######## result_mem_writer ########
result_mem_writer/registers.png
Bar = 50 µm.
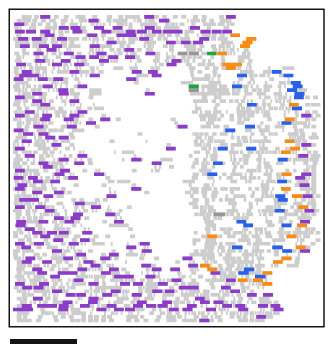
result_mem_writer/drive_strength.png
Bar = 50 µm.
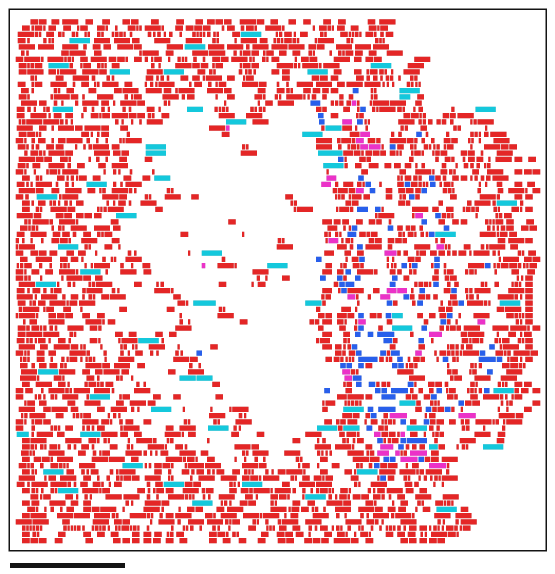
**config.mk**
```make
export PLATFORM = sky130hd
export DESIGN_NAME = result_mem_writer
export DESIGN_NICKNAME = d
export VERILOG_FILES = /design/src/rtl/result_mem_writer.sv
export SDC_FILE = /design/constraint.sdc
export NUM_CORES = 1
export LEC_CHECK = 0
export CAP_MARGIN = 20
export CORE_AREA = 2 2 231 233
export CTS_CLUSTER_SIZE = 8
export DETAILED_ROUTE_END_ITERATION = 6
export DIE_AREA = 0 0 233 235
export PLACE_DENSITY = 0.6
export REMOVE_ABC_BUFFERS = 1
export SLEW_MARGIN = 40
export SYNTH_ARGS = -nofsm -noshare
export SYNTH_HDL_FRONTEND = slang
export SYNTH_SLANG_ARGS = --single-unit
```
**constraint.sdc**
```tcl
create_clock -name clk -period 4.4 [get_ports clk]
set_input_delay 0.44 -clock clk [delete_from_list [all_inputs] [get_ports clk]]
set_output_delay 0.44 -clock clk [all_outputs]
set_load 0.03 [all_outputs]
```
**src/rtl/result_mem_writer.sv**
```systemverilog
// Write-side producer for one vector result memory: turns a stream of ALU result rows
// into write strobes, row addresses, next-row requests and an end-of-pass pulse.
module result_mem_writer #(
   parameter int no_of_units   = 8,
   parameter int element_width = 32
) (
   input  logic                                   clk,
   input  logic                                   reset,
   input  logic                                   start,
   input  logic                                   finish_alu,
   input  logic [31:0]                            total,
   input  logic                                   alu_valid,
   input  logic [no_of_units*element_width-1:0]   alu_data,
   output logic                                   result_mem_we,
   output logic [31:0]                            result_mem_counter,
   output logic [no_of_units*element_width-1:0]   result_mem_data,
   output logic                                   read_again,
   output logic                                   finish,
   output logic                                   busy,
   output logic                                   err,
   output logic [1:0]                             state_dbg
);

   // Handshake: there is no back-pressure. A row is taken in the cycle alu_valid=1
   // while ACTIVE (and finish_alu=0); its write appears on the next cycle with
   // result_mem_we=1. read_again asks the operand side for the next row.
   typedef enum logic [1:0] {
      IDLE   = 2'd0,
      ACTIVE = 2'd1,
      DONE   = 2'd2
   } state_t;

   state_t      state;
   state_t      state_next;
   logic [31:0] rows;
   logic [31:0] total_rows;
   logic [31:0] accepted;
   logic        take_beat;
   logic        more_rows;

   assign total_rows = total / 32'(no_of_units);
   assign busy       = (state == ACTIVE);
   assign state_dbg  = state;

   // The counter register still shows the previous write's address while that
   // write is on the bus, so rows accepted so far includes it.
   assign accepted   = result_mem_we ? (result_mem_counter + 32'd1) : result_mem_counter;
   assign more_rows  = (accepted + 32'd1) < rows;

   always_comb begin
      state_next = state;
      take_beat  = 1'b0;
      case (state)
         IDLE: begin
            if (start) begin
               state_next = (total_rows == 32'd0) ? DONE : ACTIVE;
            end
         end
         ACTIVE: begin
            if (alu_valid) begin
               take_beat = 1'b1;
               if (!more_rows) begin
                  state_next = DONE;
               end
            end
         end
         DONE: begin
            state_next = IDLE;
         end
         default: begin
            state_next = IDLE;
         end
      endcase
      if (finish_alu) begin
         state_next = IDLE;
         take_beat  = 1'b0;
      end
   end

   always_ff @(posedge clk) begin
      if (reset) begin
         state              <= IDLE;
         rows               <= 32'd0;
         result_mem_we      <= 1'b0;
         result_mem_counter <= 32'd0;
         result_mem_data    <= '0;
         read_again         <= 1'b0;
         finish             <= 1'b0;
         err                <= 1'b0;
      end else begin
         state         <= state_next;
         result_mem_we <= take_beat;
         read_again    <= take_beat && more_rows;
         finish        <= (state == DONE) && !finish_alu;
         if (take_beat) begin
            result_mem_data <= alu_data;
         end
         if (alu_valid && (state != ACTIVE)) begin
            err <= 1'b1;
         end
         // Address advances the cycle after each write; wrap to 0 only after the last row.
         if (finish_alu) begin
            result_mem_counter <= 32'd0;
         end else if ((state == IDLE) && start) begin
            rows               <= total_rows;
            result_mem_counter <= 32'd0;
         end else if (result_mem_we) begin
            result_mem_counter <= ((result_mem_counter + 32'd1) == rows) ? 32'd0
                                                                        : (result_mem_counter + 32'd1);
         end
      end
   end

endmodule
```
==> impl_summary.log <==
[report] extracting results
INFO  metric cp-start-kind = flop
INFO  metric worst_pin_slew = 819 ps
INFO  metric chip_area = 54,800 µm²
INFO  metric clockBufferCount = 53
INFO  metric synthesis.yosys.warnings = 0
INFO  metric number_of_maximum_capacitance_violations = 0
INFO  metric regToRegStartpoint = result_mem_counter[0]
INFO  metric htree_num_levels = 2
INFO  metric clk_transition_reported_paths = 50 ps
INFO  metric reg2reg_depth = 21
INFO  metric common_cells = sky130_fd_sc_hd__nand2_1, sky130_fd_sc_hd__dfxtp_1, sky130_fd_sc_hd__a21oi_1
INFO  metric dr_drc_count = 0
INFO  metric ys_area = 14,500 µm²
INFO  metric top_logic_kind = simple AND/OR/NAND/NOR gates
INFO  metric synth_async_sr_flop_share = 0
INFO  metric timing.setup.critical_path_class = flop to flop
INFO  metric regMostFlops = result_mem_data
INFO  metric status = completed
INFO  metric io_pins = 588
INFO  metric grt_usage = 0.227
INFO  metric largest_register_ff_count = 256
INFO  metric numPlacedInstances = 3,151
INFO  metric synth_cell_types = 73
INFO  metric dpl_worst_slack = -44.9 ps
INFO  metric power_density = 305 nW/µm²
INFO  metric ys_sh_xor = 0.0524
INFO  metric cts.path.max_buffers = 3
## Picture notes: result_mem_writer/registers.png
color	name in the netlist	sequential cells
orange	`rows`	29
green	`state_dbg`	2
purple	`result_mem_data`	256
blue	`result_mem_counter`	32

## Picture notes: result_mem_writer/drive_strength.png
color	size	cells	share
magenta	drive 2	35	1.4%
blue	drive 3 to 4	109	4.3%
cyan	drive 6 and up	62	2.5%
red	drive 1 or less	2,317	92%
area grow syn2layout: 58.2%
worst setup slack after layout: 200 ps
number of signal-net buffers in the layout: 687
final design area excluding fillers: 23,000 µm²

[where the power goes]
group	internal [mW]	switching, mW	total [mW]
combinational	0.364	0.319	0.684
sequential	2.98	0.0384	3.02
clock	1.97	1.35	3.31
total	5.31	1.70	7.02
[layer usage]
metal | wire [µm] | part of all wire | GRT usage | vias up
li1 | - | - | - | 7607
met1 | 24800 | 0.39 | 0.257 | 7472
met2 | 32500 | 0.50 | 0.406 | 560
met3 | 4690 | 0.073 | 0.0664 | 116
met4 | 2390 | 0.037 | 0.0735 | 12
met5 | 76 | 0.0012 | 0 | -

######## sdes_round_sequencer_flat ########
### src/rtl/sdes_round_sequencer_if.sv
// Bundle between the SDES round sequencer, its two requesters and the
// shared external fk round-function unit.
interface sdes_round_sequencer_if;
    logic [9:0] key;
    logic       enc_req;
    logic [7:0] enc_data;
    logic       enc_ack;
    logic       dec_req;
    logic [7:0] dec_data;
    logic       dec_ack;
    logic [7:0] result;
    logic       busy;
    logic [7:0] fk_in;
    logic [7:0] fk_key;
    logic [7:0] fk_out;

    // Requester/fk side: drives requests, key, data and the fk result.
    modport master (
        output key, enc_req, enc_data, dec_req, dec_data, fk_out,
        input  enc_ack, dec_ack, result, busy, fk_in, fk_key
    );

    // Sequencer side.
    modport slave (
        input  key, enc_req, enc_data, dec_req, dec_data, fk_out,
        output enc_ack, dec_ack, result, busy, fk_in, fk_key
    );
endinterface

### src/rtl/sdes_round_sequencer.sv
// SDES round sequencer: arbitrates encrypt/decrypt requests round-robin,
// derives K1/K2 and steps one external fk unit through IP -> fk -> SW -> fk
// -> IP^-1, returning the result with a one-cycle ack.
module sdes_round_sequencer (
    input  logic                  CLOCK_50,
    input  logic                  rst,
    sdes_round_sequencer_if.slave bus
);

    typedef enum logic [2:0] {
        S_IDLE,
        S_KEY,
        S_R1,
        S_R2,
        S_DONE
    } state_t;

    state_t     r_state;
    logic       r_last_dec;
    logic       r_mode;
    logic [7:0] r_data;
    logic [9:0] r_key;
    logic [7:0] r_k1;
    logic [7:0] r_k2;
    logic [7:0] r_fk_in;
    logic [7:0] r_fk_key;
    logic [7:0] r_result;
    logic       r_enc_ack;
    logic       r_dec_ack;
    logic       r_busy;

    logic       w_any_req;
    logic       w_grant_dec;
    logic [7:0] w_k1;
    logic [7:0] w_k2;

    // Permutations; standard bit n of a W-bit vector is index W-n.
    function automatic logic [9:0] p10(input logic [9:0] k);
        return {k[7], k[5], k[8], k[3], k[6], k[0], k[9], k[1], k[2], k[4]};
    endfunction

    function automatic logic [7:0] p8(input logic [9:0] x);
        return {x[4], x[7], x[3], x[6], x[2], x[5], x[0], x[1]};
    endfunction

    function automatic logic [9:0] ls1(input logic [9:0] x);
        return {x[8:5], x[9], x[3:0], x[4]};
    endfunction

    function automatic logic [9:0] ls2(input logic [9:0] x);
        return {x[7:5], x[9:8], x[2:0], x[4:3]};
    endfunction

    function automatic logic [7:0] ip(input logic [7:0] d);
        return {d[6], d[2], d[5], d[7], d[4], d[0], d[3], d[1]};
    endfunction

    function automatic logic [7:0] ip_inv(input logic [7:0] d);
        return {d[4], d[7], d[5], d[3], d[1], d[6], d[0], d[2]};
    endfunction

    // Grant decision and subkey derivation from the latched key.
    always_comb begin
        w_any_req   = bus.enc_req | bus.dec_req;
        w_grant_dec = bus.dec_req & (~bus.enc_req | ~r_last_dec);
        w_k1        = p8(ls1(p10(r_key)));
        w_k2        = p8(ls2(ls1(p10(r_key))));
    end

    // Sequencer FSM with all outputs registered.
    // fk_in/fk_key are loaded one state early (on the edge entering R1/R2)
    // so the external fk sees them for the whole round cycle.
    always_ff @(posedge CLOCK_50 or negedge rst) begin
        if (!rst) begin
            r_state    <= S_IDLE;
            r_last_dec <= 1'b1;
            r_mode     <= 1'b0;
            r_data     <= '0;
            r_key      <= '0;
            r_k1       <= '0;
            r_k2       <= '0;
            r_fk_in    <= '0;
            r_fk_key   <= '0;
            r_result   <= '0;
            r_enc_ack  <= 1'b0;
            r_dec_ack  <= 1'b0;
            r_busy     <= 1'b0;
        end else begin
            case (r_state)
                S_IDLE: begin
                    if (w_any_req) begin
                        r_state    <= S_KEY;
                        r_busy     <= 1'b1;
                        r_mode     <= w_grant_dec;
                        r_last_dec <= w_grant_dec;
                        r_data     <= w_grant_dec ? bus.dec_data : bus.enc_data;
                        r_key      <= bus.key;
                    end
                end
                S_KEY: begin
                    r_state  <= S_R1;
                    r_k1     <= w_k1;
                    r_k2     <= w_k2;
                    r_fk_in  <= ip(r_data);
                    r_fk_key <= r_mode ? w_k2 : w_k1;
                end
                S_R1: begin
                    r_state  <= S_R2;
                    r_fk_in  <= {bus.fk_out[3:0], bus.fk_out[7:4]};
                    r_fk_key <= r_mode ? r_k1 : r_k2;
                end
                S_R2: begin
                    r_state   <= S_DONE;
                    r_result  <= ip_inv(bus.fk_out);
                    r_enc_ack <= ~r_mode;
                    r_dec_ack <= r_mode;
                end
                S_DONE: begin
                    r_state   <= S_IDLE;
                    r_busy    <= 1'b0;
                    r_enc_ack <= 1'b0;
                    r_dec_ack <= 1'b0;
                end
                default: begin
                    r_state   <= S_IDLE;
                    r_busy    <= 1'b0;
                    r_enc_ack <= 1'b0;
                    r_dec_ack <= 1'b0;
                end
            endcase
        end
    end

    assign bus.enc_ack = r_enc_ack;
    assign bus.dec_ack = r_dec_ack;
    assign bus.result  = r_result;
    assign bus.busy    = r_busy;
    assign bus.fk_in   = r_fk_in;
    assign bus.fk_key  = r_fk_key;

endmodule

### src/flat_wrapper.sv
// flat-port wrapper written by rule: the top's interface ports become plain ports
module sdes_round_sequencer_flat 
  (CLOCK_50, rst, bus_key, bus_enc_req, bus_enc_data, bus_dec_req, bus_dec_data, bus_fk_out, bus_enc_ack, bus_dec_ack, bus_result, bus_busy, bus_fk_in, bus_fk_key);
  sdes_round_sequencer_if bus_i ();
  input  logic CLOCK_50;
  input  logic rst;
  input wire logic [$bits(bus_i.key)-1:0] bus_key;
  input wire logic [$bits(bus_i.enc_req)-1:0] bus_enc_req;
  input wire logic [$bits(bus_i.enc_data)-1:0] bus_enc_data;
  input wire logic [$bits(bus_i.dec_req)-1:0] bus_dec_req;
  input wire logic [$bits(bus_i.dec_data)-1:0] bus_dec_data;
  input wire logic [$bits(bus_i.fk_out)-1:0] bus_fk_out;
  output wire logic [$bits(bus_i.enc_ack)-1:0] bus_enc_ack;
  output wire logic [$bits(bus_i.dec_ack)-1:0] bus_dec_ack;
  output wire logic [$bits(bus_i.result)-1:0] bus_result;
  output wire logic [$bits(bus_i.busy)-1:0] bus_busy;
  output wire logic [$bits(bus_i.fk_in)-1:0] bus_fk_in;
  output wire logic [$bits(bus_i.fk_key)-1:0] bus_fk_key;
  assign bus_i.key = bus_key;
  assign bus_i.enc_req = bus_enc_req;
  assign bus_i.enc_data = bus_enc_data;
  assign bus_i.dec_req = bus_dec_req;
  assign bus_i.dec_data = bus_dec_data;
  assign bus_i.fk_out = bus_fk_out;
  assign bus_enc_ack = bus_i.enc_ack;
  assign bus_dec_ack = bus_i.dec_ack;
  assign bus_result = bus_i.result;
  assign bus_busy = bus_i.busy;
  assign bus_fk_in = bus_i.fk_in;
  assign bus_fk_key = bus_i.fk_key;
  sdes_round_sequencer u_core (.CLOCK_50(CLOCK_50), .rst(rst), .bus(bus_i));
endmodule
### config.mk
export PLATFORM = sky130hd
export DESIGN_NAME = sdes_round_sequencer_flat
export DESIGN_NICKNAME = d
export VERILOG_FILES = /design/src/rtl/sdes_round_sequencer_if.sv /design/src/rtl/sdes_round_sequencer.sv /design/src/flat_wrapper.sv
export SDC_FILE = /design/constraint.sdc
export NUM_CORES = 1
export LEC_CHECK = 0
export ABC_AREA = 1
export CORE_MARGIN = 8
export CORE_UTILIZATION = 45
export DETAILED_ROUTE_END_ITERATION = 10
export PLACE_DENSITY = 0.75
export SYNTH_ARGS = -nofsm -noshare
export SYNTH_HDL_FRONTEND = slang
export SYNTH_SLANG_ARGS = --single-unit
### constraint.sdc
create_clock -name CLOCK_50 -period 1.8 [get_ports CLOCK_50]
set_clock_uncertainty 0.1 [all_clocks]
set_input_delay 0.54 -clock CLOCK_50 [delete_from_list [all_inputs] [get_ports CLOCK_50]]
set_output_delay 0.54 -clock CLOCK_50 [all_outputs]
set_load 0.03 [all_outputs]
sdes_round_sequencer_flat/registers.png
Bar = 20 µm.
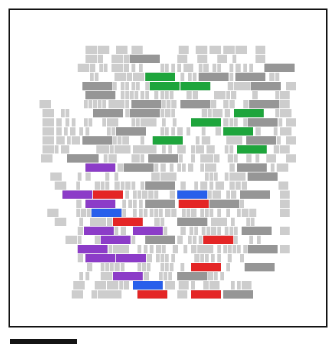
color	name in the netlist	sequential cells
green	`u_core.bus.fk_in`	8
purple	`u_core.r_key`	10
red	`u_core.r_k2`	7
blue	`u_core.r_k1`	3
not colored	32
area of all sequential standard cells: 1500 µm²
flip-flop and latch power: 2.36 mW
final core utilization: 0.623
Seq/total area: 0.405

sdes_round_sequencer_flat/cell_classes.png
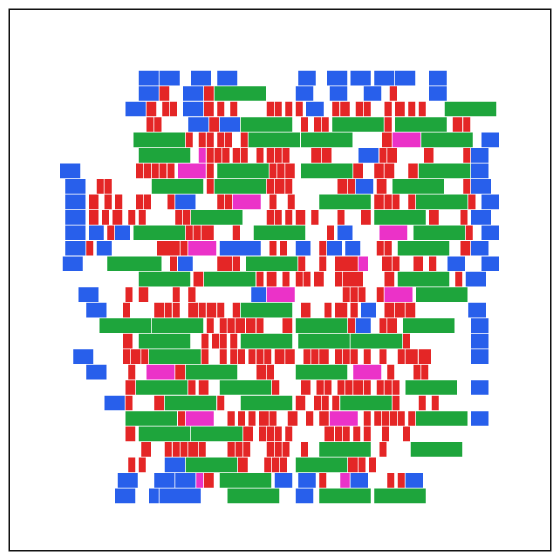
color	class	cells	share of their area
red	all other logic	292	34%
magenta	clock drivers and dummy loads	15	4.7%
blue	other buffers and delay cells	77	20%
green	flip-flops	60	42%

==> impl_summary.log <==
[report] extracting results
INFO  metric status = completed
INFO  metric synthesis.area_per_instance = 7.66 µm²
INFO  metric reg2reg_depth = 7
INFO  metric regToRegSetupSlack = 210 ps
INFO  metric ys_area = 2800 µm²
INFO  metric synthesis.yosys.warnings = 0
INFO  metric place.detailed.hpwl = 4800 µm
INFO  metric seq_area_frac_synth = 0.536
INFO  metric die_y = 94.9 µm
INFO  metric cts_tree = done
INFO  metric critical_path_cell_count = 1
INFO  metric edf_count = 0
INFO  metric crit_chain = dlygate4sd2_1
INFO  metric drt-total-wl = 6630 µm
INFO  metric mostFrequentLayoutCell = sky130_fd_sc_hd__nand2_1
INFO  metric p_total = 6.95 mW
INFO  metric core_area = 5960 µm²
INFO  metric cts.path.max_buffers = 2
INFO  metric final_layout_top_logic_cells = sky130_fd_sc_hd__nand2_1, sky130_fd_sc_hd__dfrtp_1, sky130_fd_sc_hd__inv_1
INFO  metric chip_area = 9010 µm²
INFO  metric htree_num_levels = 3
INFO  metric synth.cellmix.compoundShare = 0.0714
INFO  metric non_filler_instance_count_after_layout = 519
INFO  metric tritoncts.num_buffers = 9
INFO  metric stdcell_area = 3710 µm²
INFO  metric postSynthRegisterBits = 60
INFO  metric cts-root-buf = sky130_fd_sc_hd__clkbuf_8
INFO  metric hold-worst-slack = 93.2 ps
INFO  metric finalWorstSetupSlack = 43.4 ps
INFO  metric flop-count = 60
INFO  metric synthesis.instances = 366
INFO  metric clockBufferCount = 13
INFO  metric numPlacedInstances = 504
INFO  metric comb_share = 0.288
INFO  metric power_switching = 3.18 mW
INFO  metric clk_transition_reported_paths = 60 ps
INFO  metric worst_pin_slew = 543 ps
INFO  metric antenna_found_initial = 0
INFO  metric synth_async_sr_flop_share = 1.00
INFO  metric powerComb = 3.53 mW
INFO  metric placedInstanceArea = 3570 µm²
INFO  metric cpPeakStageDelay = 410 ps
INFO  metric via_per_inst = 4.78
INFO  metric cp.arrival = 1120 ps
## synth_stat cells, types with 3 or more instances
library cell / number / area, µm²
sky130_fd_sc_hd__buf_2: 6 / 30.0
sky130_fd_sc_hd__dfrtp_1: 59 / 1480
sky130_fd_sc_hd__inv_1: 39 / 146
sky130_fd_sc_hd__nand2_1: 161 / 604
sky130_fd_sc_hd__nand3_1: 31 / 155
sky130_fd_sc_hd__nor2_1: 12 / 45.0
sky130_fd_sc_hd__nor2_2: 3 / 18.8
sky130_fd_sc_hd__o21ai_0: 38 / 190

######## dpm_arbiter ########
dpm_arbiter/cell_classes.png
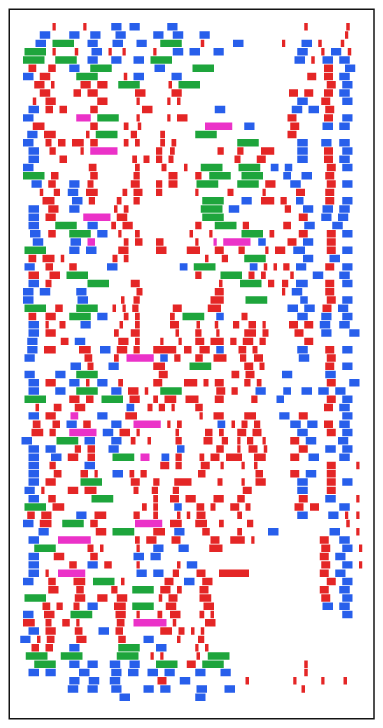
dpm_arbiter/registers.png
Bar = 20 µm.
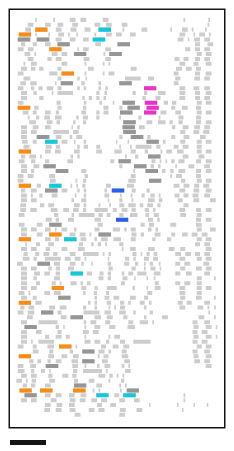
===== config.mk =====
export PLATFORM = sky130hd
export DESIGN_NAME = dpm_arbiter
export DESIGN_NICKNAME = d
export VERILOG_FILES = /design/src/rtl/dpm_arb_pkg.sv /design/src/rtl/dpm_rr_pick.sv /design/src/rtl/dpm_arbiter.sv
export SDC_FILE = /design/constraint.sdc
export NUM_CORES = 1
export LEC_CHECK = 0
export CAP_MARGIN = 20
export CELL_PAD_IN_SITES_DETAIL_PLACEMENT = 2
export CELL_PAD_IN_SITES_GLOBAL_PLACEMENT = 2
export CORE_ASPECT_RATIO = 2
export CORE_MARGIN = 3
export CORE_UTILIZATION = 21
export DETAILED_ROUTE_END_ITERATION = 7
export PLACE_DENSITY_LB_ADDON = 0.15
export SYNTH_ARGS = -nofsm -noshare
export SYNTH_HDL_FRONTEND = slang
export SYNTH_SLANG_ARGS = --single-unit

===== constraint.sdc =====
create_clock -name clk_i -period 7.52 [get_ports clk_i]
set_input_delay 0.752 -clock clk_i [delete_from_list [all_inputs] [get_ports clk_i]]
set_output_delay 0.752 -clock clk_i [all_outputs]
set_load 0.05 [all_outputs]

===== src/rtl/dpm_arb_pkg.sv =====
// rtl/dpm_arb_pkg.sv - shared defaults, id width helper and port tag type for dpm_arbiter
package dpm_arb_pkg;

   localparam int DEF_ADDR_W = 8;
   localparam int DEF_DATA_W = 16;
   localparam int MAX_REQ    = 8;
   localparam int ID_W       = $clog2(MAX_REQ);

   typedef struct packed {
      logic            valid;
      logic            is_read;
      logic [ID_W-1:0] id;
   } port_tag_t;

   function automatic int id_width(input int n);
      return (n > 1) ? $clog2(n) : 1;
   endfunction

endpackage


===== src/rtl/dpm_rr_pick.sv =====
// rtl/dpm_rr_pick.sv - first set request at or after a pointer, wrapping modulo N
module dpm_rr_pick
   import dpm_arb_pkg::*;
#(
   parameter int N  = 4,
   parameter int IW = id_width(N)
) (
   input  logic [N-1:0]  req_i,
   input  logic [IW-1:0] ptr_i,
   output logic          found_o,
   output logic [IW-1:0] idx_o
);

   logic [2*N-1:0] rot;

   always_comb begin
      int sum;
      found_o = 1'b0;
      idx_o   = '0;
      sum     = 0;
      // Doubling the vector turns the wrap into a plain shift.
      rot     = {req_i, req_i} >> ptr_i;
      for (int k = 0; k < N; k++) begin
         if (!found_o && rot[k]) begin
            found_o = 1'b1;
            sum     = int'(ptr_i) + k;
            if (sum >= N) sum = sum - N;
            idx_o   = IW'(sum);
         end
      end
   end

endmodule


===== src/rtl/dpm_arbiter.sv =====
// rtl/dpm_arbiter.sv - round-robin two-port scheduler for DualPortMem; DPM_ARB_STATS_EN adds grant/conflict counters
module dpm_arbiter
   import dpm_arb_pkg::*;
#(
   parameter int N_REQ = 4,
   parameter int addrW = DEF_ADDR_W,
   parameter int dataW = DEF_DATA_W,
   parameter int CNTW  = 16
) (
   input  logic                   clk_i,
   input  logic                   rst_i,
   input  logic [N_REQ-1:0]       req_i,
   input  logic [N_REQ-1:0]       we_i,
   input  logic [N_REQ*addrW-1:0] addr_i,
   input  logic [N_REQ*dataW-1:0] wdata_i,
   output logic [N_REQ-1:0]       gnt_o,
   output logic [N_REQ-1:0]       rvalid_o,
   output logic [N_REQ*dataW-1:0] rdata_o,
   output logic [dataW-1:0]       dInA_o,
   output logic [addrW-1:0]       addrA_o,
   output logic                   wEnA_o,
   output logic                   EnA_o,
   input  logic [dataW-1:0]       dOutA_i,
   output logic [dataW-1:0]       dInB_o,
   output logic [addrW-1:0]       addrB_o,
   output logic                   wEnB_o,
   output logic                   EnB_o,
   input  logic [dataW-1:0]       dOutB_i,
   input  logic                   collision_i,
   output logic [CNTW-1:0]        conflict_cnt_o,
   output logic [CNTW-1:0]        grant_cnt_o
);

   localparam int IW = id_width(N_REQ);

   logic [addrW-1:0] addr_arr  [N_REQ];
   logic [dataW-1:0] wdata_arr [N_REQ];

   for (genvar g = 0; g < N_REQ; g++) begin : g_unpack
      assign addr_arr[g]  = addr_i[g*addrW +: addrW];
      assign wdata_arr[g] = wdata_i[g*dataW +: dataW];
   end

   function automatic logic [IW-1:0] nxt(input logic [IW-1:0] x);
      return (int'(x) == N_REQ - 1) ? '0 : x + 1'b1;
   endfunction

   logic [IW-1:0]    rr_ptr_q, rr_ptr_d;
   logic [IW-1:0]    cand_a, cand_b;
   logic             found_a, found_b, conflict, grant_b;
   logic [N_REQ-1:0] req_b;

   logic [dataW-1:0] din_a_q, din_b_q;
   logic [addrW-1:0] addr_a_q, addr_b_q;
   logic             wen_a_q, wen_b_q, en_a_q, en_b_q;
   port_tag_t        tag_a_d, tag_b_d, tag1_a_q, tag1_b_q, tag2_a_q, tag2_b_q;

   logic             collision_unused;
   assign collision_unused = collision_i;

   dpm_rr_pick #(.N(N_REQ), .IW(IW)) u_pick_a (
      .req_i   (req_i),
      .ptr_i   (rr_ptr_q),
      .found_o (found_a),
      .idx_o   (cand_a)
   );

   // Bits between rr_ptr and candA are already zero, so masking candA
   // limits the second search to the range that ends before rr_ptr.
   always_comb begin
      req_b         = req_i;
      req_b[cand_a] = 1'b0;
   end

   dpm_rr_pick #(.N(N_REQ), .IW(IW)) u_pick_b (
      .req_i   (req_b),
      .ptr_i   (nxt(cand_a)),
      .found_o (found_b),
      .idx_o   (cand_b)
   );

   assign conflict = found_b && (addr_arr[cand_a] == addr_arr[cand_b])
                     && (we_i[cand_a] || we_i[cand_b]);
   assign grant_b  = found_b && !conflict;

   always_comb begin
      gnt_o = '0;
      if (!rst_i) begin
         if (found_a) gnt_o[cand_a] = 1'b1;
         if (grant_b) gnt_o[cand_b] = 1'b1;
      end
      rr_ptr_d = grant_b ? nxt(cand_b) : (found_a ? nxt(cand_a) : rr_ptr_q);

      tag_a_d         = '0;
      tag_a_d.valid   = found_a;
      tag_a_d.is_read = ~we_i[cand_a];
      tag_a_d.id      = ID_W'(cand_a);
      tag_b_d         = '0;
      tag_b_d.valid   = grant_b;
      tag_b_d.is_read = ~we_i[cand_b];
      tag_b_d.id      = ID_W'(cand_b);
   end

   always_ff @(posedge clk_i) begin
      if (rst_i) begin
         rr_ptr_q <= '0;
         en_a_q   <= 1'b0;
         wen_a_q  <= 1'b0;
         addr_a_q <= '0;
         din_a_q  <= '0;
         en_b_q   <= 1'b0;
         wen_b_q  <= 1'b0;
         addr_b_q <= '0;
         din_b_q  <= '0;
         tag1_a_q <= '0;
         tag1_b_q <= '0;
         tag2_a_q <= '0;
         tag2_b_q <= '0;
      end else begin
         rr_ptr_q <= rr_ptr_d;
         en_a_q   <= found_a;
         wen_a_q  <= found_a && we_i[cand_a];
         addr_a_q <= found_a ? addr_arr[cand_a] : '0;
         din_a_q  <= found_a ? wdata_arr[cand_a] : '0;
         en_b_q   <= grant_b;
         wen_b_q  <= grant_b && we_i[cand_b];
         addr_b_q <= grant_b ? addr_arr[cand_b] : '0;
         din_b_q  <= grant_b ? wdata_arr[cand_b] : '0;
         tag1_a_q <= tag_a_d;
         tag1_b_q <= tag_b_d;
         tag2_a_q <= tag1_a_q;
         tag2_b_q <= tag1_b_q;
      end
   end

   assign EnA_o   = en_a_q;
   assign wEnA_o  = wen_a_q;
   assign addrA_o = addr_a_q;
   assign dInA_o  = din_a_q;
   assign EnB_o   = en_b_q;
   assign wEnB_o  = wen_b_q;
   assign addrB_o = addr_b_q;
   assign dInB_o  = din_b_q;

   // Tags reaching stage 2 line up with the memory's registered read data.
   always_comb begin
      rvalid_o = '0;
      rdata_o  = '0;
      for (int i = 0; i < N_REQ; i++) begin
         if (tag2_a_q.valid && tag2_a_q.is_read && tag2_a_q.id == ID_W'(i)) begin
            rvalid_o[i]                = 1'b1;
            rdata_o[i*dataW +: dataW]  = dOutA_i;
         end
         if (tag2_b_q.valid && tag2_b_q.is_read && tag2_b_q.id == ID_W'(i)) begin
            rvalid_o[i]                = 1'b1;
            rdata_o[i*dataW +: dataW]  = dOutB_i;
         end
      end
   end

`ifdef DPM_ARB_STATS_EN
   logic [CNTW-1:0] grant_cnt_q, conflict_cnt_q;
   logic [CNTW:0]   grant_sum;

   assign grant_sum = {1'b0, grant_cnt_q} + (CNTW+1)'(found_a) + (CNTW+1)'(grant_b);

   always_ff @(posedge clk_i) begin
      if (rst_i) begin
         grant_cnt_q    <= '0;
         conflict_cnt_q <= '0;
      end else begin
         grant_cnt_q <= grant_sum[CNTW] ? '1 : grant_sum[CNTW-1:0];
         if (conflict && conflict_cnt_q != '1) conflict_cnt_q <= conflict_cnt_q + 1'b1;
      end
   end

   assign grant_cnt_o    = grant_cnt_q;
   assign conflict_cnt_o = conflict_cnt_q;
`else
   assign grant_cnt_o    = '0;
   assign conflict_cnt_o = '0;
`endif

endmodule


==> impl_summary.log <==
[report] extracting results
INFO  metric status = completed
INFO  metric finalWorstSetupSlack = 554 ps
INFO  metric fin_setup_tns = 0 ps
INFO  metric cpPeakStageDelay = 650 ps
INFO  metric combinational_cell_area_excluding_buffers_and_inverters = 3640 µm²
INFO  metric synth_async_sr_flop_share = 0
INFO  metric via_per_inst = 5.05
INFO  metric finalWorstPathRequiredPeriod = 6970 ps
INFO  metric well_tap_count = 336
INFO  metric synthesis.yosys.warnings = 0
INFO  metric flow.area_growth_from_synthesis = 57.9%
INFO  metric place.detailed.hpwl = 21,300 µm
INFO  metric cts_setup_buffers = 0
INFO  metric worst_r2r_endpoint = dInB_o[12]
INFO  metric number_of_cells_in_yosys_stat = 637
INFO  metric drive_above_1_share = 0.0984
INFO  metric power_switching = 1.62 mW
INFO  metric largest_cell_class = combinational gates
INFO  metric detail_route.first_pass.iterations = 4
INFO  metric synth-simple-area-share = 0.185
INFO  metric postSynthRegisterBits = 68
About dpm_arbiter/cell_classes.png:
color	class	cells	share of their area
magenta	clock drivers and dummy loads	16	4.0%
blue	other buffers and delay cells	277	34%
red	all other logic	513	45%
green	flip-flops	68	17%

About dpm_arbiter/registers.png:
color	name in the netlist	sequential cells
blue	`rr_ptr_q`	2
cyan	`addrB_o`	8
magenta	`tag2_b_q`	4
orange	`dInA_o`	16
not colored	38

worst min path at each step:
| stage | end | slack, ps | cells after the start |
|---|---|---|---|
| 3_3_place_gp | tag2_a_q[1] | 420 | 1 |
| 6_report | tag2_b_q[1] | 440 | 1 |
| 5_1_grt | tag2_b_q[0] | 470 | 1 |
| 4_1_cts | tag2_b_q[1] | 450 | 1 |
| 2_1_floorplan | tag2_a_q[0] | 410 | 1 |
| 3_5_place_dp | tag2_b_q[1] | 440 | 1 |

######## sparserdes_packer ########
### config.mk
export PLATFORM = sky130hd
export DESIGN_NAME = sparserdes_packer
export DESIGN_NICKNAME = d
export VERILOG_FILES = /design/src/rtl/sparserdes_packer.sv
export SDC_FILE = /design/constraint.sdc
export NUM_CORES = 1
export LEC_CHECK = 0
export CAP_MARGIN = 25
export CORE_UTILIZATION = 55
export DETAILED_ROUTE_END_ITERATION = 7
export DONT_BUFFER_PORTS = 1
export PLACE_DENSITY_LB_ADDON = 0.05
export SYNTH_ARGS = -nofsm -noshare
export SYNTH_HDL_FRONTEND = slang
export SYNTH_SLANG_ARGS = --single-unit
### constraint.sdc
create_clock -name clk -period 3.2 [get_ports clk]
set_clock_uncertainty 0.15 [all_clocks]
set_input_delay 0.32 -clock clk [delete_from_list [all_inputs] [get_ports clk]]
set_output_delay 0.32 -clock clk [all_outputs]
set_load 0.005 [all_outputs]
### src/rtl/sparserdes_packer.sv
// sparserdes_packer: frame controller above the root of the sparse serializer
// tree. It requests a frame from the root and captures the serialized bits.
// The bits are packed LSB-first into WORD_W-bit words and queued in a small
// FIFO. The FIFO drains on a valid/ready stream that carries a last marker and
// a count of valid bits.
//
// Handshake: a word moves on a rising clk edge exactly when out_valid and
// out_ready are both high. While out_valid is high and out_ready is low,
// out_data/out_nbits/out_last hold steady. out_valid never depends on
// out_ready.
module sparserdes_packer #(
    parameter int WORD_W         = 8,
    parameter int MAX_FRAME_BITS = 62,
    parameter int DEPTH          = 8,
    parameter int LAT            = 1
) (
    input  logic                          clk,
    input  logic                          reset,
    input  logic                          start,
    output logic                          busy,
    input  logic                          tree_nonempty,
    output logic                          tree_read,
    input  logic                          tree_bit,
    input  logic                          tree_done,
    output logic [WORD_W-1:0]             out_data,
    output logic [$clog2(WORD_W+1)-1:0]   out_nbits,
    output logic                          out_last,
    output logic                          out_valid,
    input  logic                          out_ready,
    output logic                          overflow,
    output logic                          frame_done,
    output logic [1:0]                    dbg_state
);

    localparam int NB_W  = $clog2(WORD_W + 1);
    localparam int BIT_W = $clog2(WORD_W);
    localparam int TOT_W = $clog2(MAX_FRAME_BITS + 1);
    localparam int PTR_W = (DEPTH > 1) ? $clog2(DEPTH) : 1;
    localparam int CNT_W = $clog2(DEPTH + 1);
    localparam int LAT_W = $clog2(LAT + 2);

    typedef enum logic [1:0] {
        ST_IDLE    = 2'd0,
        ST_REQ     = 2'd1,
        ST_FLUSH   = 2'd2,
        ST_REFRACT = 2'd3
    } state_t;

    state_t state, state_nxt;

    // Capture datapath.
    logic [WORD_W-1:0] shreg;
    logic [BIT_W-1:0]  bitcnt;
    logic [TOT_W-1:0]  total_cnt;
    logic [LAT_W-1:0]  lat_cnt;
    // The last full word is held here until a further captured bit (or the
    // end of the frame) tells us whether it carries the last marker.
    logic [WORD_W-1:0] pend_data;
    logic              pend_valid;

    // FIFO storage and bookkeeping.
    logic [WORD_W-1:0] mem_data  [DEPTH];
    logic [NB_W-1:0]   mem_nbits [DEPTH];
    logic              mem_last  [DEPTH];
    logic [PTR_W-1:0]  wr_ptr, rd_ptr;
    logic [CNT_W-1:0]  count;

    // Decoded control.
    logic              fifo_empty, fifo_full;
    logic              start_frame, start_empty;
    logic              capture_win, room, bit_take, bit_drop, word_full;
    logic [WORD_W-1:0] bit_mask, new_word;
    logic              push, pop;
    logic [WORD_W-1:0] push_data;
    logic [NB_W-1:0]   push_nbits;
    logic              push_last;

    function automatic logic [PTR_W-1:0] ptr_inc(input logic [PTR_W-1:0] p);
        return (p == PTR_W'(DEPTH - 1)) ? '0 : p + 1'b1;
    endfunction

    assign fifo_empty  = (count == '0);
    assign fifo_full   = (count == CNT_W'(DEPTH));
    assign start_frame = (state == ST_IDLE) && start && fifo_empty && tree_nonempty;
    assign start_empty = (state == ST_IDLE) && start && fifo_empty && !tree_nonempty;

    // The root's bits are valid LAT cycles after tree_read rose; lat_cnt
    // saturates at LAT and opens the capture window from then on.
    assign capture_win = (state == ST_REQ) && (lat_cnt == LAT_W'(LAT));
    assign room        = (total_cnt < TOT_W'(MAX_FRAME_BITS));
    assign bit_take    = capture_win && room;
    assign bit_drop    = capture_win && !room;
    assign word_full   = bit_take && (bitcnt == BIT_W'(WORD_W - 1));
    assign bit_mask    = WORD_W'(1) << bitcnt;
    assign new_word    = tree_bit ? (shreg | bit_mask) : shreg;

    assign busy      = (state != ST_IDLE);
    assign tree_read = (state == ST_REQ);
    assign dbg_state = state;

    assign pop       = out_valid && out_ready;
    assign out_valid = !fifo_empty;
    assign out_data  = out_valid ? mem_data[rd_ptr]  : '0;
    assign out_nbits = out_valid ? mem_nbits[rd_ptr] : '0;
    assign out_last  = out_valid ? mem_last[rd_ptr]  : 1'b0;

    // FSM state register.
    always_ff @(posedge clk) begin
        if (reset) begin
            state <= ST_IDLE;
        end else begin
            state <= state_nxt;
        end
    end

    // FSM next-state logic.
    always_comb begin
        state_nxt = state;
        case (state)
            ST_IDLE:    if (start_frame) state_nxt = ST_REQ;
            ST_REQ:     if (capture_win && tree_done) state_nxt = ST_FLUSH;
            ST_FLUSH:   state_nxt = ST_REFRACT;
            ST_REFRACT: state_nxt = ST_IDLE;
            default:    state_nxt = ST_IDLE;
        endcase
    end

    // Select the single word (if any) written into the FIFO this cycle.
    always_comb begin
        push       = 1'b0;
        push_data  = '0;
        push_nbits = '0;
        push_last  = 1'b0;
        case (state)
            ST_IDLE: begin
                if (start_empty) begin
                    push      = 1'b1;
                    push_last = 1'b1;
                end
            end
            ST_REQ: begin
                // A fresh captured bit proves the held word is not the last.
                if (bit_take && pend_valid) begin
                    push       = 1'b1;
                    push_data  = pend_data;
                    push_nbits = NB_W'(WORD_W);
                end
            end
            ST_FLUSH: begin
                if (bitcnt != '0) begin
                    push       = 1'b1;
                    push_data  = shreg;
                    push_nbits = NB_W'(bitcnt);
                    push_last  = 1'b1;
                end else if (pend_valid) begin
                    push       = 1'b1;
                    push_data  = pend_data;
                    push_nbits = NB_W'(WORD_W);
                    push_last  = 1'b1;
                end
            end
            default: ;
        endcase
    end

    // Capture datapath: bit packing, bit counters, held word, sticky overflow.
    always_ff @(posedge clk) begin
        if (reset) begin
            shreg      <= '0;
            bitcnt     <= '0;
            total_cnt  <= '0;
            lat_cnt    <= '0;
            pend_data  <= '0;
            pend_valid <= 1'b0;
            overflow   <= 1'b0;
            frame_done <= 1'b0;
        end else begin
            frame_done <= push && push_last;
            case (state)
                ST_IDLE: begin
                    lat_cnt <= '0;
                    if (start_frame) begin
                        overflow   <= 1'b0;
                        shreg      <= '0;
                        bitcnt     <= '0;
                        total_cnt  <= '0;
                        pend_valid <= 1'b0;
                    end
                end
                ST_REQ: begin
                    if (lat_cnt != LAT_W'(LAT)) begin
                        lat_cnt <= lat_cnt + 1'b1;
                    end
                    if (bit_take) begin
                        total_cnt  <= total_cnt + 1'b1;
                        pend_valid <= 1'b0;
                        if (word_full) begin
                            pend_data  <= new_word;
                            pend_valid <= 1'b1;
                            shreg      <= '0;
                            bitcnt     <= '0;
                        end else begin
                            shreg  <= new_word;
                            bitcnt <= bitcnt + 1'b1;
                        end
                    end
                    if (bit_drop) begin
                        overflow <= 1'b1;
                    end
                end
                ST_FLUSH: begin
                    pend_valid <= 1'b0;
                    shreg      <= '0;
                    bitcnt     <= '0;
                end
                default: ;
            endcase
        end
    end

    // FIFO pointers and occupancy; simultaneous push and pop keep count.
    always_ff @(posedge clk) begin
        if (reset) begin
            wr_ptr <= '0;
            rd_ptr <= '0;
            count  <= '0;
        end else begin
            if (push) wr_ptr <= ptr_inc(wr_ptr);
            if (pop)  rd_ptr <= ptr_inc(rd_ptr);
            case ({push, pop})
                2'b10:   count <= count + 1'b1;
                2'b01:   count <= count - 1'b1;
                default: count <= count;
            endcase
        end
    end

    // FIFO storage; contents are only visible through the gated outputs.
    always_ff @(posedge clk) begin
        if (push) begin
            mem_data[wr_ptr]  <= push_data;
            mem_nbits[wr_ptr] <= push_nbits;
            mem_last[wr_ptr]  <= push_last;
        end
    end

    // A frame only starts on an empty FIFO, so a push into a full one
    // means the frame sizing parameters are inconsistent.
    a_no_push_full: assert property (@(posedge clk) disable iff (reset) !(push && fifo_full));

endmodule

sparserdes_packer/cell_classes.png
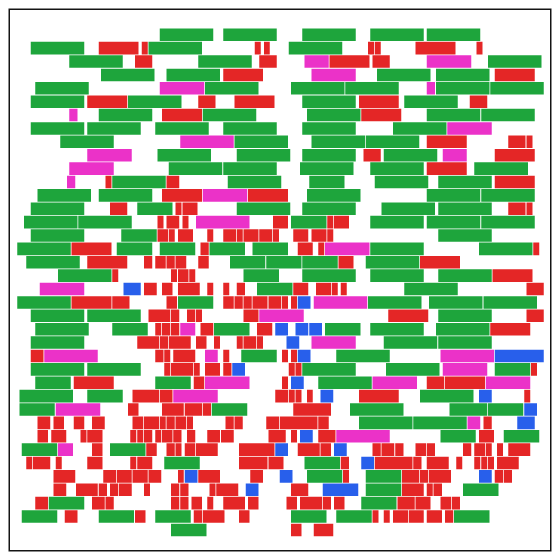
color	class	cells	share of their area
magenta	clock drivers and dummy loads	32	9.4%
green	flip-flops	149	56%
red	all other logic	275	32%
blue	other buffers and delay cells	23	2.9%
floorplan core area: 11,100 µm²
Seq/total area: 0.545
final design area excluding fillers: 7390 µm²

sparserdes_packer/clock_map.png
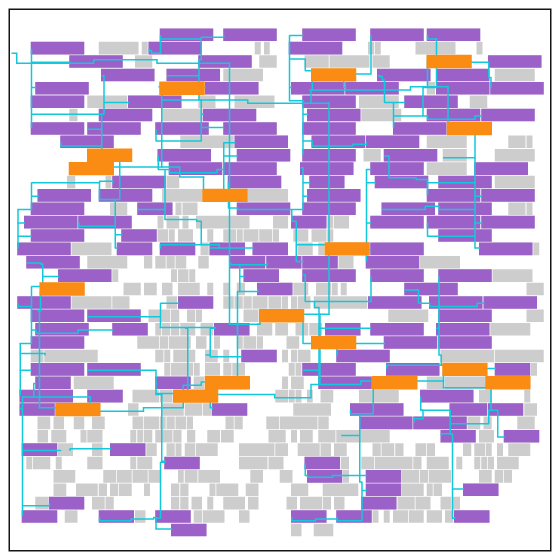
[purple] flip-flops | count: 149
[orange] cells driving clock nets | count: 17
[cyan] clock wires | length: 1,660 µm
flops lie	all over the die

-- per-layer routing --
metal / routed length, µm / global-route usage / part of all wire
met3: 619 / 0.0765 / 0.048
met4: 272 / 0.0943 / 0.021
met2: 6100 / 0.369 / 0.47
met5: 0 / 0 / 0
met1: 5910 / 0.311 / 0.46
-- cell type report --
class,instances,area (µm²)
Clock buffer,19,453
Clock inverter,13,228
Fill cell,785,3690
Inverter,15,56.3
Multi-Input combinational cell,260,2240
Sequential cell,149,4030
Tap cell,140,175
Timing Repair Buffer,23,210
==> impl_summary.log <==
[report] extracting results
INFO  metric grt_pass1_wl = 20,000 µm
INFO  metric antennaDiodeCount = 0
INFO  metric placedInstanceArea = 6630 µm²
INFO  metric setup-violations-final = 0
INFO  metric hold_path_depth = 2
INFO  metric power_switching = 1.66 mW
INFO  metric regToRegSetupSlack = 270 ps
INFO  metric final_core_utilization = 0.667
INFO  metric clock_insertion_delay_worst_skew = 420 ps
INFO  metric min_delay_src = reset
INFO  metric clock_power_share = 0.385
INFO  metric timing.critical_path.fanout_max = 5
INFO  metric post-synth-top-area-cell = sky130_fd_sc_hd__edfxtp_1
INFO  metric synth.cellmix.compoundShare = 0.0925
INFO  metric standard_cell_rows = 38
INFO  metric finalWorstPathRequiredPeriod = 2930 ps
INFO  metric worst_r2r_endpoint = count[2]
INFO  metric floorplan.nets = 472
INFO  metric powerComb = 1.34 mW
INFO  metric cpPeakStageDelay = 390 ps
INFO  metric worst_path_dominant_cell_family = simple AND/OR/NAND/NOR gates
INFO  metric number_of_maximum_capacitance_violations = 0
INFO  metric largest_register_ff_count = 64
INFO  metric crit_chain = inv_1, ha_1, or3b_1, a32oi_2, a21oi_2, inv_1, ha_1, xor2_1, ha_1, a21oi_1, xor2_1, or3_1, a21oi_1
INFO  metric starting_utilization_of_the_core_area = 0.576
INFO  metric finalWorstSetupSlack = 271 ps
INFO  metric number_of_cells_in_yosys_stat = 445
INFO  metric io_pins = 27
INFO  metric postSynthRegisterBits = 149
INFO  metric seq-power = 2.25 mW
INFO  metric seq_area_frac_synth = 0.630
INFO  metric max-slew-margin-rel = 0.463
INFO  metric numPlacedInstances = 581
INFO  metric ys_area = 6390 µm²
INFO  metric drt-total-wl = 12,900 µm
INFO  metric synthesis.instances = 445
INFO  metric synth_top_flop_cell = sky130_fd_sc_hd__edfxtp_1
INFO  metric status = completed
INFO  metric synth_cell_types = 60

######## pellet_board_ctrl ########
pellet_board_ctrl/drive_strength.png
Bar = 20 µm.
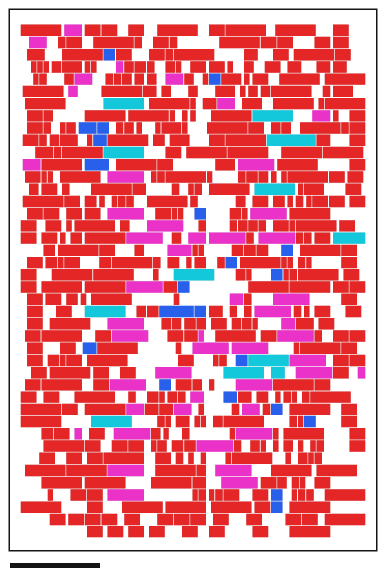
pellet_board_ctrl/final_clocks.png
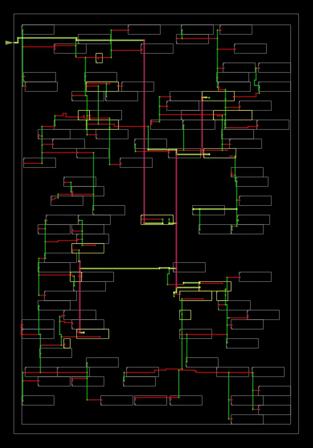
<file path="src/rtl/pellet_board_ctrl.sv">
// Pellet bitmap owner for the maze: arbitrates one access slot per cycle between
// the eat path and the renderer read path, and runs the LOAD/PLAY/CLEAR level cycle.
module pellet_board_ctrl #(
    parameter logic [63:0] INIT_MAP   = 64'h00_78_48_7E_42_42_7E_00,
    parameter int          SCORE_W    = 8,
    parameter int          PELLET_PTS = 1,
    parameter int          CLEAR_HOLD = 4
) (
    input  logic               clk,
    input  logic               reset,
    input  logic               eat_req,
    input  logic [2:0]         eat_row,
    input  logic [2:0]         eat_col,
    output logic               eat_gnt,
    output logic               eat_done,
    output logic               eat_hit,
    input  logic               rd_req,
    input  logic [2:0]         rd_row,
    input  logic [2:0]         rd_col,
    output logic               rd_gnt,
    output logic               rd_valid,
    output logic               rd_data,
    output logic [0:63]        pellet_arr,
    output logic [SCORE_W-1:0] score,
    output logic [6:0]         remaining,
    output logic [3:0]         level,
    output logic               level_clear
);

    typedef enum logic [1:0] {LOAD, PLAY, CLEAR} state_t;

    function automatic logic [6:0] popcount(input logic [63:0] m);
        logic [6:0] c;
        c = '0;
        for (int i = 0; i < 64; i++) c = c + {6'd0, m[i]};
        return c;
    endfunction

    localparam int               HOLD_W    = (CLEAR_HOLD > 1) ? $clog2(CLEAR_HOLD) : 1;
    localparam logic [HOLD_W-1:0] HOLD_LAST = HOLD_W'(CLEAR_HOLD - 1);
    localparam logic [SCORE_W:0]  PTS_EXT   = (SCORE_W + 1)'(PELLET_PTS);
    localparam logic [6:0]        INIT_CNT  = popcount(INIT_MAP);

    function automatic logic [SCORE_W-1:0] sat_add(input logic [SCORE_W-1:0] a);
        logic [SCORE_W:0] s;
        s = {1'b0, a} + PTS_EXT;
        return s[SCORE_W] ? {SCORE_W{1'b1}} : s[SCORE_W-1:0];
    endfunction

    state_t            state;
    state_t            state_next;
    logic              ptr;
    logic [HOLD_W-1:0] hold_cnt;
    logic [5:0]        eat_idx;
    logic [5:0]        rd_idx;
    logic              eat_bit;
    logic              rd_bit;
    logic              eat_ok;
    logic              rd_ok;
    logic              eat_take;
    logic              hold_done;

    assign eat_idx   = {eat_row, eat_col};
    assign rd_idx    = {rd_row, rd_col};
    assign eat_bit   = pellet_arr[eat_idx];
    assign rd_bit    = pellet_arr[rd_idx];
    assign hold_done = (state == CLEAR) && (hold_cnt == HOLD_LAST);

    // Eats only in PLAY; reads in PLAY and CLEAR. ptr picks the winner on contention.
    assign eat_ok   = eat_req && (state == PLAY);
    assign rd_ok    = rd_req && ((state == PLAY) || (state == CLEAR));
    assign eat_gnt  = eat_ok && (!rd_ok || !ptr);
    assign rd_gnt   = rd_ok && (!eat_ok || ptr);
    assign eat_take = eat_gnt && eat_bit;

    assign level_clear = (state == CLEAR);

    always_ff @(posedge clk or posedge reset) begin
        if (reset) state <= LOAD;
        else       state <= state_next;
    end

    always_comb begin
        state_next = state;
        case (state)
            LOAD:  state_next = PLAY;
            PLAY:  if ((remaining == 7'd0) || (eat_take && remaining == 7'd1))
                       state_next = CLEAR;
            CLEAR: if (hold_done) state_next = LOAD;
            default: state_next = LOAD;
        endcase
    end

    always_ff @(posedge clk or posedge reset) begin
        if (reset) begin
            ptr        <= 1'b0;
            hold_cnt   <= '0;
            level      <= 4'd0;
            eat_done   <= 1'b0;
            eat_hit    <= 1'b0;
            rd_valid   <= 1'b0;
            rd_data    <= 1'b0;
            pellet_arr <= '0;
            score      <= '0;
            remaining  <= 7'd0;
        end else begin
            if (eat_ok && rd_ok) ptr <= ~ptr;
            hold_cnt <= (state == CLEAR) ? hold_cnt + HOLD_W'(1) : '0;
            if (hold_done) level <= level + 4'd1;

            eat_done <= eat_gnt;
            eat_hit  <= eat_take;
            rd_valid <= rd_gnt;
            // Read returns the bitmap as it stood before this cycle's commit
            rd_data  <= rd_gnt && (state != CLEAR) && rd_bit;

            if (state == LOAD) begin
                pellet_arr <= INIT_MAP;
                remaining  <= INIT_CNT;
            end else if (eat_take) begin
                pellet_arr[eat_idx] <= 1'b0;
                remaining           <= remaining - 7'd1;
                score               <= sat_add(score);
            end
        end
    end

endmodule

</file>
<file path="config.mk">
export PLATFORM = sky130hd
export DESIGN_NAME = pellet_board_ctrl
export DESIGN_NICKNAME = d
export VERILOG_FILES = /design/src/rtl/pellet_board_ctrl.sv
export SDC_FILE = /design/constraint.sdc
export NUM_CORES = 1
export LEC_CHECK = 0
export CAP_MARGIN = 20
export CORE_ASPECT_RATIO = 1.5
export CORE_MARGIN = 2
export CORE_UTILIZATION = 56
export CTS_CLUSTER_DIAMETER = 80
export CTS_CLUSTER_SIZE = 40
export DETAILED_ROUTE_END_ITERATION = 8
export PLACE_DENSITY_LB_ADDON = 0.08
export SLEW_MARGIN = 20
export SYNTH_ARGS = -nofsm -noshare
export SYNTH_HDL_FRONTEND = slang
export SYNTH_SLANG_ARGS = --single-unit
export TNS_END_PERCENT = 30
</file>
<file path="constraint.sdc">
create_clock -name clk -period 4.42 [get_ports clk]
set_input_delay 0.663 -clock clk [delete_from_list [all_inputs] [get_ports clk]]
set_output_delay 0.663 -clock clk [all_outputs]
set_load 0.02 [all_outputs]
</file>
==> impl_summary.log <==
[report] extracting results
INFO  metric status = completed
INFO  metric synth_cell_types = 56
INFO  metric worstPathRequired = 4650 ps
INFO  metric antennaDiodeCount = 0
INFO  metric via_per_inst = 6.61
INFO  metric die_width = 81.4 µm
INFO  metric dr_drc_count = 0
INFO  metric mostFrequentLayoutCell = sky130_fd_sc_hd__clkdlybuf4s50_1
INFO  metric chip_area = 9780 µm²
INFO  metric grt_usage = 0.313
INFO  metric synthesis.instances = 447
INFO  metric synth_async_sr_flop_share = 1.00
INFO  metric synthesis.yosys.warnings = 0
INFO  metric ys_area = 5030 µm²
INFO  metric post-synth-top-area-cell = sky130_fd_sc_hd__dfrtp_1
INFO  metric reg2reg_depth = 8
INFO  metric max-vdd-ir-drop = 0.000358 V
INFO  metric slew_viol_final = 0
INFO  metric final_min_period_over_clock_period = 0.859
INFO  metric power_switching = 0.820 mW
INFO  metric crit_start = eat_col[0]
INFO  metric well_tap_count = 110
INFO  metric synth.cellmix.compoundShare = 0.144
INFO  metric worst_pin_slew = 855 ps
INFO  metric standard_cell_rows = 42
INFO  metric io_pins = 106
INFO  metric layout_top_registers = pellet_arr: 64 flops, score: 8 flops, remaining: 7 flops
INFO  metric synthMostInstantiatedCell = sky130_fd_sc_hd__dfrtp_1
INFO  metric grt_overflow_total = 0
INFO  metric seq-power = 0.953 mW
INFO  metric top_usage_layer = met2
INFO  metric post_cts_repair_resize_count = 0
INFO  metric post_synth_main_area_contributors = sky130_fd_sc_hd__dfrtp_1, sky130_fd_sc_hd__mux4_2, sky130_fd_sc_hd__o311a_1
INFO  metric final_layout_top_logic_cells = sky130_fd_sc_hd__clkdlybuf4s50_1, sky130_fd_sc_hd__dfrtp_1, sky130_fd_sc_hd__nand2_1
## Picture notes: pellet_board_ctrl/drive_strength.png
color	size	cells	share
cyan	drive 6 and up	12	2.2%
blue	drive 3 to 4	21	3.8%
red	drive 1 or less	468	85%
magenta	drive 2	48	8.7%
area grow syn2layout: 28.4%
worst setup slack after layout: 622 ps

## Picture notes: pellet_board_ctrl/final_clocks.png
Latency at later pin: 340 ps
post-route clock skew: 8.87 ps
number of buffers added by the clock tree synthesis step: 9
clock-net power: 0.778 mW

==> through the flow <==
step / setup slack (ps) / hold WS [ps] / utilization / total power [mW] / cells
floorplan: 1370 / 409 / - / 1.40 / 447
global placement: 477 / 420 / 0.702 / 1.61 / 643
detailed placement: 358 / 426 / 0.702 / 1.63 / 643
CTS: 710 / 465 / 0.736 / 2.41 / 659
global route: 489 / 489 / 0.736 / 2.50 / 659
finish: 622 / 459 / 0.736 / 2.40 / 659


==> screenshots <==
Sizing map.
Bar = 20 µm.
(a)
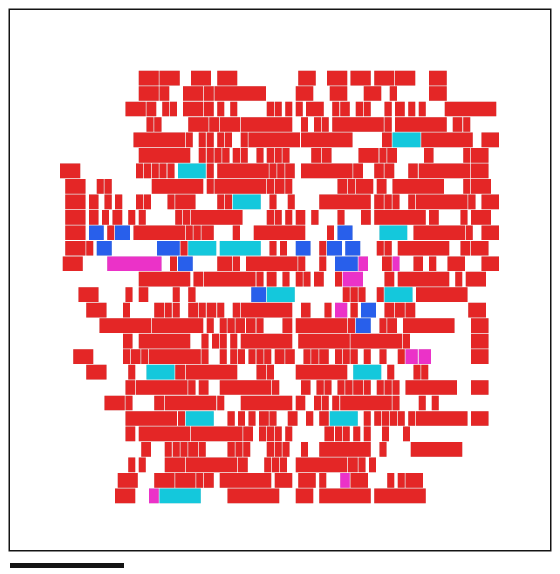
(b)
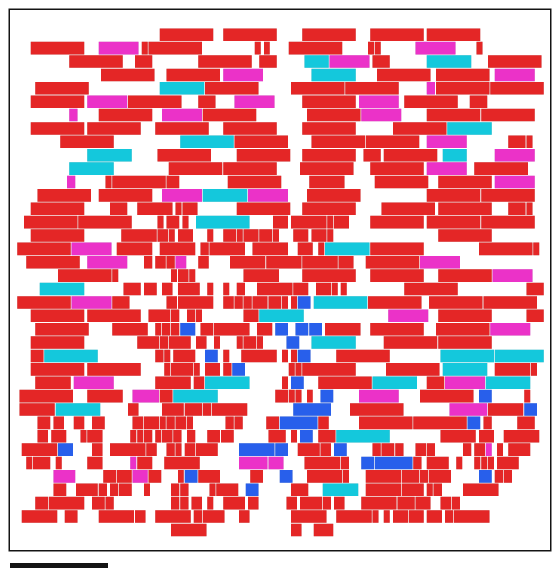
(c)
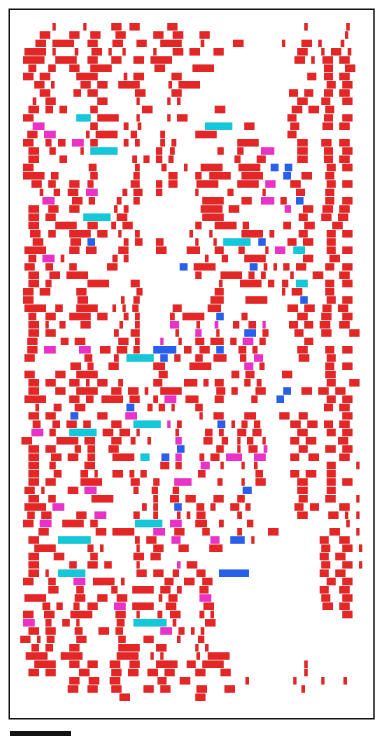
- sdes_round_sequencer_flat = (a)
- sparserdes_packer = (b)
- dpm_arbiter = (c)
- largest die: (c)

Key to (b):
color	size	cells	share
cyan	drive 6 and up	27	5.6%
red	drive 1 or less	387	81%
blue	drive 3 to 4	27	5.6%
magenta	drive 2	38	7.9%

Power is estimated from default activity; no workload was simulated.
